# design 1

Design 1, clock distribution:
Scale: 12 px per um.
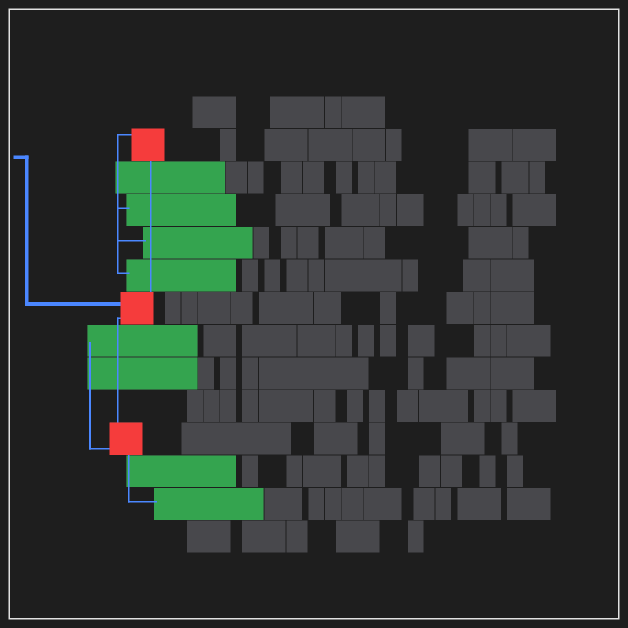

`config.mk`:
```
export PLATFORM = sky130hd
export DESIGN_NAME = swap_count_ctrl
export DESIGN_NICKNAME = d
export VERILOG_FILES = /design/src/rtl/swap_count_ctrl.sv
export SDC_FILE = /design/constraint.sdc
export NUM_CORES = 1
export LEC_CHECK = 0
export ABC_AREA = 1
export CAP_MARGIN = 25
export CORE_MARGIN = 5
export CORE_UTILIZATION = 40
export CTS_CLUSTER_SIZE = 40
export DETAILED_ROUTE_END_ITERATION = 10
export GPL_TIMING_DRIVEN = 0
export HOLD_SLACK_MARGIN = 0.15
export PLACE_DENSITY = 0.76
export SYNTH_ARGS = -nofsm -noshare
export SYNTH_HDL_FRONTEND = slang
export SYNTH_SLANG_ARGS = --single-unit
```
`constraint.sdc`:
```
create_clock -name clock -period 1.7 [get_ports clock]
set_input_delay 0.425 -clock clock [delete_from_list [all_inputs] [get_ports clock]]
set_output_delay 0.425 -clock clock [all_outputs]
set_load 0.01 [all_outputs]
```
`src/rtl/swap_count_ctrl.sv`:
```
// Two-requester job controller driving a counter pair: N enable cycles, optional swap cycle, ack.
// Define SWAP_CTRL_RR_ARB_EN for round-robin tie-break; otherwise requester 0 wins ties.
module swap_count_ctrl (
  input  logic       clock,
  input  logic       reset_n,
  input  logic [1:0] req,
  input  logic [3:0] steps0,
  input  logic [3:0] steps1,
  input  logic [1:0] swap_req,
  output logic       enable,
  output logic       swap,
  output logic [1:0] grant,
  output logic [1:0] ack,
  output logic       busy,
  output logic [3:0] steps_left
);

  localparam logic [1:0] S_IDLE  = 2'd0;
  localparam logic [1:0] S_COUNT = 2'd1;
  localparam logic [1:0] S_SWAP  = 2'd2;
  localparam logic [1:0] S_DONE  = 2'd3;

  logic [1:0] state_q, state_d;
  logic       owner_q, owner_d;
  logic       swap_flag_q, swap_flag_d;
  logic [3:0] steps_left_q, steps_left_d;
  logic       win;
  logic [3:0] win_steps;
  logic       win_swap;

`ifdef SWAP_CTRL_RR_ARB_EN
  logic last_q, last_d;

  // On a tie, serve whoever was not served last.
  always_comb begin
    if (req == 2'b11) win = ~last_q;
    else              win = req[1];
  end
`else
  always_comb win = ~req[0];
`endif

  always_comb begin
    win_steps = win ? steps1 : steps0;
    win_swap  = swap_req[win];
  end

  always_comb begin
    state_d      = state_q;
    owner_d      = owner_q;
    swap_flag_d  = swap_flag_q;
    steps_left_d = steps_left_q;
`ifdef SWAP_CTRL_RR_ARB_EN
    last_d       = last_q;
`endif
    case (state_q)
      S_IDLE: begin
        if (req != 2'b00) begin
          owner_d      = win;
          swap_flag_d  = win_swap;
          steps_left_d = win_steps;
`ifdef SWAP_CTRL_RR_ARB_EN
          last_d       = win;
`endif
          if (win_steps != 4'd0) state_d = S_COUNT;
          else if (win_swap)     state_d = S_SWAP;
          else                   state_d = S_DONE;
        end
      end
      S_COUNT: begin
        // Guard keeps the counter from wrapping even if entered with zero.
        if (steps_left_q != 4'd0) steps_left_d = steps_left_q - 4'd1;
        if (steps_left_q <= 4'd1) state_d = swap_flag_q ? S_SWAP : S_DONE;
      end
      S_SWAP:  state_d = S_DONE;
      default: state_d = S_IDLE;
    endcase
  end

  always_ff @(posedge clock or negedge reset_n) begin
    if (!reset_n) begin
      state_q      <= S_IDLE;
      owner_q      <= 1'b0;
      swap_flag_q  <= 1'b0;
      steps_left_q <= 4'd0;
`ifdef SWAP_CTRL_RR_ARB_EN
      last_q       <= 1'b1;
`endif
    end else begin
      state_q      <= state_d;
      owner_q      <= owner_d;
      swap_flag_q  <= swap_flag_d;
      steps_left_q <= steps_left_d;
`ifdef SWAP_CTRL_RR_ARB_EN
      last_q       <= last_d;
`endif
    end
  end

  assign busy       = (state_q != S_IDLE);
  assign enable     = (state_q == S_COUNT) || (state_q == S_SWAP);
  assign swap       = (state_q == S_SWAP);
  assign grant      = busy ? (owner_q ? 2'b10 : 2'b01) : 2'b00;
  assign ack        = (state_q == S_DONE) ? grant : 2'b00;
  assign steps_left = steps_left_q;

endmodule

```
# design 2

==> src/rtl/eth_tx_scheduler.sv <==
// Round-robin owner selection and frame sequencing for one shared Ethernet transmitter.
// Tracks each frame through tx_active, aborts hung frames and holds the inter-frame gap.
module eth_tx_scheduler #(
  parameter int NUM_REQ       = 4,
  parameter int IFG_CYCLES    = 12,
  parameter int START_TIMEOUT = 16,
  parameter int FRAME_TIMEOUT = 2048
) (
  input  logic                       clk,
  input  logic                       rst,
  input  logic                       enable,
  input  logic [NUM_REQ-1:0]         req,
  input  logic                       tx_active,
  output logic                       start_tx,
  output logic [NUM_REQ-1:0]         grant,
  output logic [$clog2(NUM_REQ)-1:0] grant_id,
  output logic [NUM_REQ-1:0]         ack,
  output logic                       err,
  output logic                       busy
);
  localparam int IDW   = $clog2(NUM_REQ);
  localparam int MAX_A = (FRAME_TIMEOUT > IFG_CYCLES) ? FRAME_TIMEOUT : IFG_CYCLES;
  localparam int MAX_T = (MAX_A > START_TIMEOUT) ? MAX_A : START_TIMEOUT;
  localparam int CW    = $clog2(MAX_T + 1);

  localparam logic [CW-1:0] ST_LAST  = CW'(START_TIMEOUT - 1);
  localparam logic [CW-1:0] FR_LAST  = CW'(FRAME_TIMEOUT - 1);
  localparam logic [CW-1:0] IFG_LAST = CW'(IFG_CYCLES - 1);
  localparam logic [CW-1:0] CNT_MAX  = '1;

  typedef enum logic [2:0] {IDLE, START, WAIT_ACT, ACTIVE, IFG} state_t;

  state_t               state_q, state_d;
  logic [NUM_REQ-1:0]   grant_q, grant_d;
  logic [IDW-1:0]       grant_id_q, grant_id_d;
  logic [IDW-1:0]       ptr_q, ptr_d;
  logic [CW-1:0]        cnt_q, cnt_d, cnt_inc;
  logic                 start_tx_q, start_tx_d;
  logic [NUM_REQ-1:0]   ack_q, ack_d;
  logic                 err_q, err_d;
  logic                 win_vld;
  logic [IDW-1:0]       win_id;

  function automatic logic [IDW-1:0] rr_idx(input logic [IDW-1:0] p, input int step);
    int s;
    s = int'(p) + step;
    if (s >= NUM_REQ) s = s - NUM_REQ;
    return IDW'(s);
  endfunction

  // Walk from the farthest candidate back to ptr+1 so the nearest set request is left standing.
  always_comb begin
    win_vld = 1'b0;
    win_id  = '0;
    for (int i = NUM_REQ; i >= 1; i--) begin
      if (req[rr_idx(ptr_q, i)]) begin
        win_vld = 1'b1;
        win_id  = rr_idx(ptr_q, i);
      end
    end
  end

  assign cnt_inc = (cnt_q == CNT_MAX) ? cnt_q : cnt_q + 1'b1;

  always_comb begin
    state_d    = state_q;
    grant_d    = grant_q;
    grant_id_d = grant_id_q;
    ptr_d      = ptr_q;
    cnt_d      = cnt_q;
    ack_d      = '0;
    err_d      = 1'b0;
    start_tx_d = (state_q == START);
    case (state_q)
      IDLE: begin
        if (enable && (|req)) begin
          grant_d    = {{(NUM_REQ-1){1'b0}}, 1'b1} << win_id;
          grant_id_d = win_id;
          state_d    = START;
        end
      end
      START: begin
        cnt_d   = '0;
        state_d = WAIT_ACT;
      end
      WAIT_ACT: begin
        cnt_d = cnt_inc;
        if (tx_active) begin
          cnt_d   = '0;
          state_d = ACTIVE;
        end else if (cnt_q == ST_LAST) begin
          err_d   = 1'b1;
          grant_d = '0;
          ptr_d   = grant_id_q;
          cnt_d   = '0;
          state_d = IFG;
        end
      end
      ACTIVE: begin
        cnt_d = cnt_inc;
        if (!tx_active || (cnt_q == FR_LAST)) begin
          ack_d   = tx_active ? '0 : grant_q;
          err_d   = tx_active;
          grant_d = '0;
          ptr_d   = grant_id_q;
          cnt_d   = '0;
          state_d = IFG;
        end
      end
      IFG: begin
        cnt_d = cnt_inc;
        if (cnt_q == IFG_LAST) begin
          cnt_d   = '0;
          state_d = IDLE;
        end
      end
      default: state_d = IDLE;
    endcase
  end

  always_ff @(posedge clk) begin
    if (rst) begin
      state_q    <= IDLE;
      grant_q    <= '0;
      grant_id_q <= '0;
      ptr_q      <= IDW'(NUM_REQ - 1);
      cnt_q      <= '0;
      start_tx_q <= 1'b0;
      ack_q      <= '0;
      err_q      <= 1'b0;
    end else begin
      state_q    <= state_d;
      grant_q    <= grant_d;
      grant_id_q <= grant_id_d;
      ptr_q      <= ptr_d;
      cnt_q      <= cnt_d;
      start_tx_q <= start_tx_d;
      ack_q      <= ack_d;
      err_q      <= err_d;
    end
  end

  assign start_tx = start_tx_q;
  assign grant    = grant_q;
  assign grant_id = grant_id_q;
  assign ack      = ack_q;
  assign err      = err_q;
  assign busy     = (state_q != IDLE);
endmodule

==> config.mk <==
export PLATFORM = sky130hd
export DESIGN_NAME = eth_tx_scheduler
export DESIGN_NICKNAME = d
export VERILOG_FILES = /design/src/rtl/eth_tx_scheduler.sv
export SDC_FILE = /design/constraint.sdc
export NUM_CORES = 1
export LEC_CHECK = 0
export ABC_AREA = 1
export CAP_MARGIN = 20
export CORE_ASPECT_RATIO = 1.5
export CORE_UTILIZATION = 49
export DETAILED_ROUTE_END_ITERATION = 8
export GPL_TIMING_DRIVEN = 0
export HOLD_SLACK_MARGIN = 0.06
export PLACE_DENSITY = 0.75
export SYNTH_ARGS = -nofsm -noshare
export SYNTH_HDL_FRONTEND = slang
export SYNTH_SLANG_ARGS = --single-unit
==> constraint.sdc <==
create_clock -name clk -period 1.8 [get_ports clk]
set_clock_uncertainty 0.1 [all_clocks]
set_input_delay 0.18 -clock clk [delete_from_list [all_inputs] [get_ports clk]]
set_output_delay 0.18 -clock clk [all_outputs]
set_load 0.1 [all_outputs]

## Gallery

Clock nets.
panel A
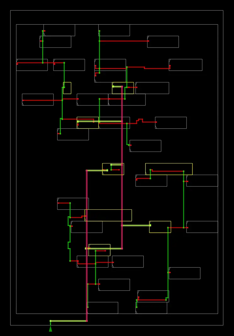
panel B
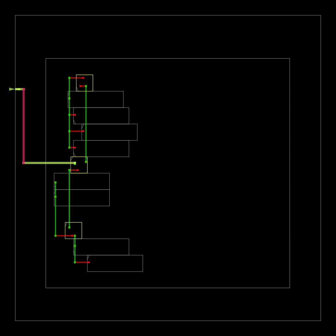
Panel A is design 2.
Panel B is design 1.
The one with the most sequential cells is panel A.

Design 2, signal wires on met2:
Scale: 4 px per um. Cells faint in the background.
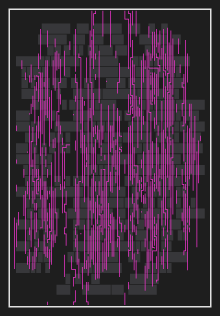
share of all routed wire: 59%
wire length on this layer: 2,480 um
detailed-route wire length: 4178 um
total vias in the final route: 1,732

==> GITHUB_STEP_SUMMARY, design 2 <==
## PnR job results

| Metric | Value |
|---|---|
| Sum of met2 wire segment lengths after detailed routing | 2483 um |
| Multi-input gate share of the layout cell area | 46.18% |
| Tcrit/Tclk final | 98.08% |
| Most common cell after layout, fill and taps aside | sky130_fd_sc_hd__nand2_1 |
| Synthesized-area fraction occupied by xor and xnor cells | 3.102% |
| AO/OA Area Share | 11.74% |
| Insertion delay to the later sink of the worst-skew pair | 280 ps |
| Placed instance area | 0.001944 sq mm |
| Number of cells in Yosys stat | 264 |
| Clk tree area frac | 6.100% |
| Switching portion of total power | 43.76% |
| Count of placed standard cells in the final layout, fillers left out | 337 |
| Max rail drop VDD | 0.8960 mV |
| Top class by area | logic gates |
| Capture point of the worst reg-to-reg path | cnt_q[0]$_SDFFE_PP0P_ |
| Area taken by flip-flops and latches | 586.8 sq um |
| Min Clock Period, post-route | 1765 ps |
| Run status | finished, final reports clean |
| # diodes | 0 |
| Cells along the critical path | dlygate4sd2_1 |
| Fmax | 566.4 MHz |
| Placer congestion estimate | 0.7787 |
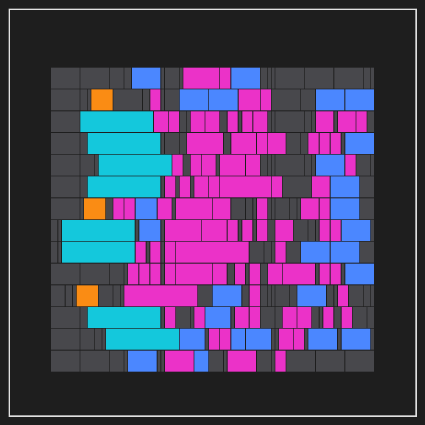
Design 1: cell classes on the final placement
Scale: 8 px per um. Fill, decap, tap and diode cells in gray.
[blue] other buffers and delay cells | cells: 26
[magenta] combinational and other logic | cells: 86
[orange] clock drivers | cells: 3
[cyan] flops | cells: 8
Core Region: 0.001541 sq mm
finished layout cell area: 980.9 sq um
number of cell rows: 14
register fraction of the total cell area: 20.41%

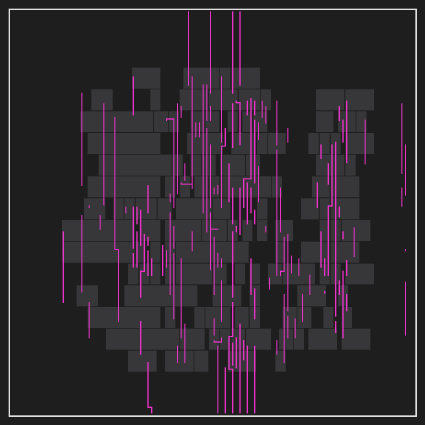
Design 1: signal wires on met2
Scale: 8 px per um. Cells faint in the background.
longest straight run: 21.8 um
nets with wire on the layer: 101
wire length on this layer: 687 um
share of all routed wire: 45%

About 'clock distribution' of design 1:
[green] flip-flops | count: 8
[blue] clock wires | length: 83.0 um
[red] clock drivers | count: 3
routed clock nets: 4

==> GITHUB_STEP_SUMMARY, design 1 <==
## PnR job results

| Metric | Value |
|---|---|
| Setup slack of the most critical reg-to-reg path | 220 ps |
| Top class by area | logic gates |
| Run status | finished, final reports clean |
| Horizontal die dimension | 50.68 um |
| Arithmetic-cell share of the synthesized area counting full adders, half adders and majority gates | 13.23% |
| Worst Setup End Kind | primary output |
| Synthesized-area fraction occupied by xor and xnor cells | 2.647% |
| Tally of filler cells in the layout | 146 |
| Buffer share of cell area | 24.62% |
| Top cell type by total area after synthesis | sky130_fd_sc_hd__dfrtp_1 |
| Routing usage on met2 | 20.04% |
| Slew at the pin with the worst max-slew slack | 325.3 ps |
| Clock Sinks | 8 |
| Number of flip-flops under the largest register name | 4 |
| Cells along the critical path | inv_2 > ha_4 > nor2_1 > dlygate4sd2_1 |
| Clock edge transition at the registers on the reported setup and hold paths | 50 ps |


==> gallery <==
Ports around the boundary.
shot_01.png
Scale: 6 px per um. Pins as bars across the die edge, other pins in gray.
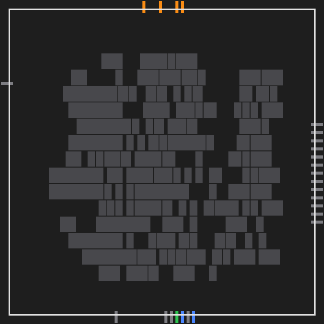
shot_02.png
Scale: 4 px per um. Pins as bars across the die edge, other pins in gray.
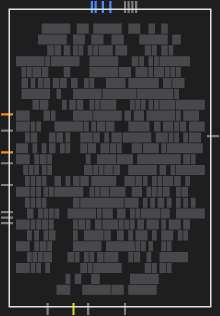
shot_01.png is design 1.
shot_02.png is design 2.

Key to shot_02.png:
[blue] grant | pins: 4 | direction: output | edge: top
[yellow] enable | pins: 1 | direction: input | edge: bottom
[orange] grant_id | pins: 2 | direction: output | edge: left
all pins by edge: 8 top, 8 left, 4 bottom, 1 right

Power figures rest on the tool's default switching activity, not on a simulated workload.
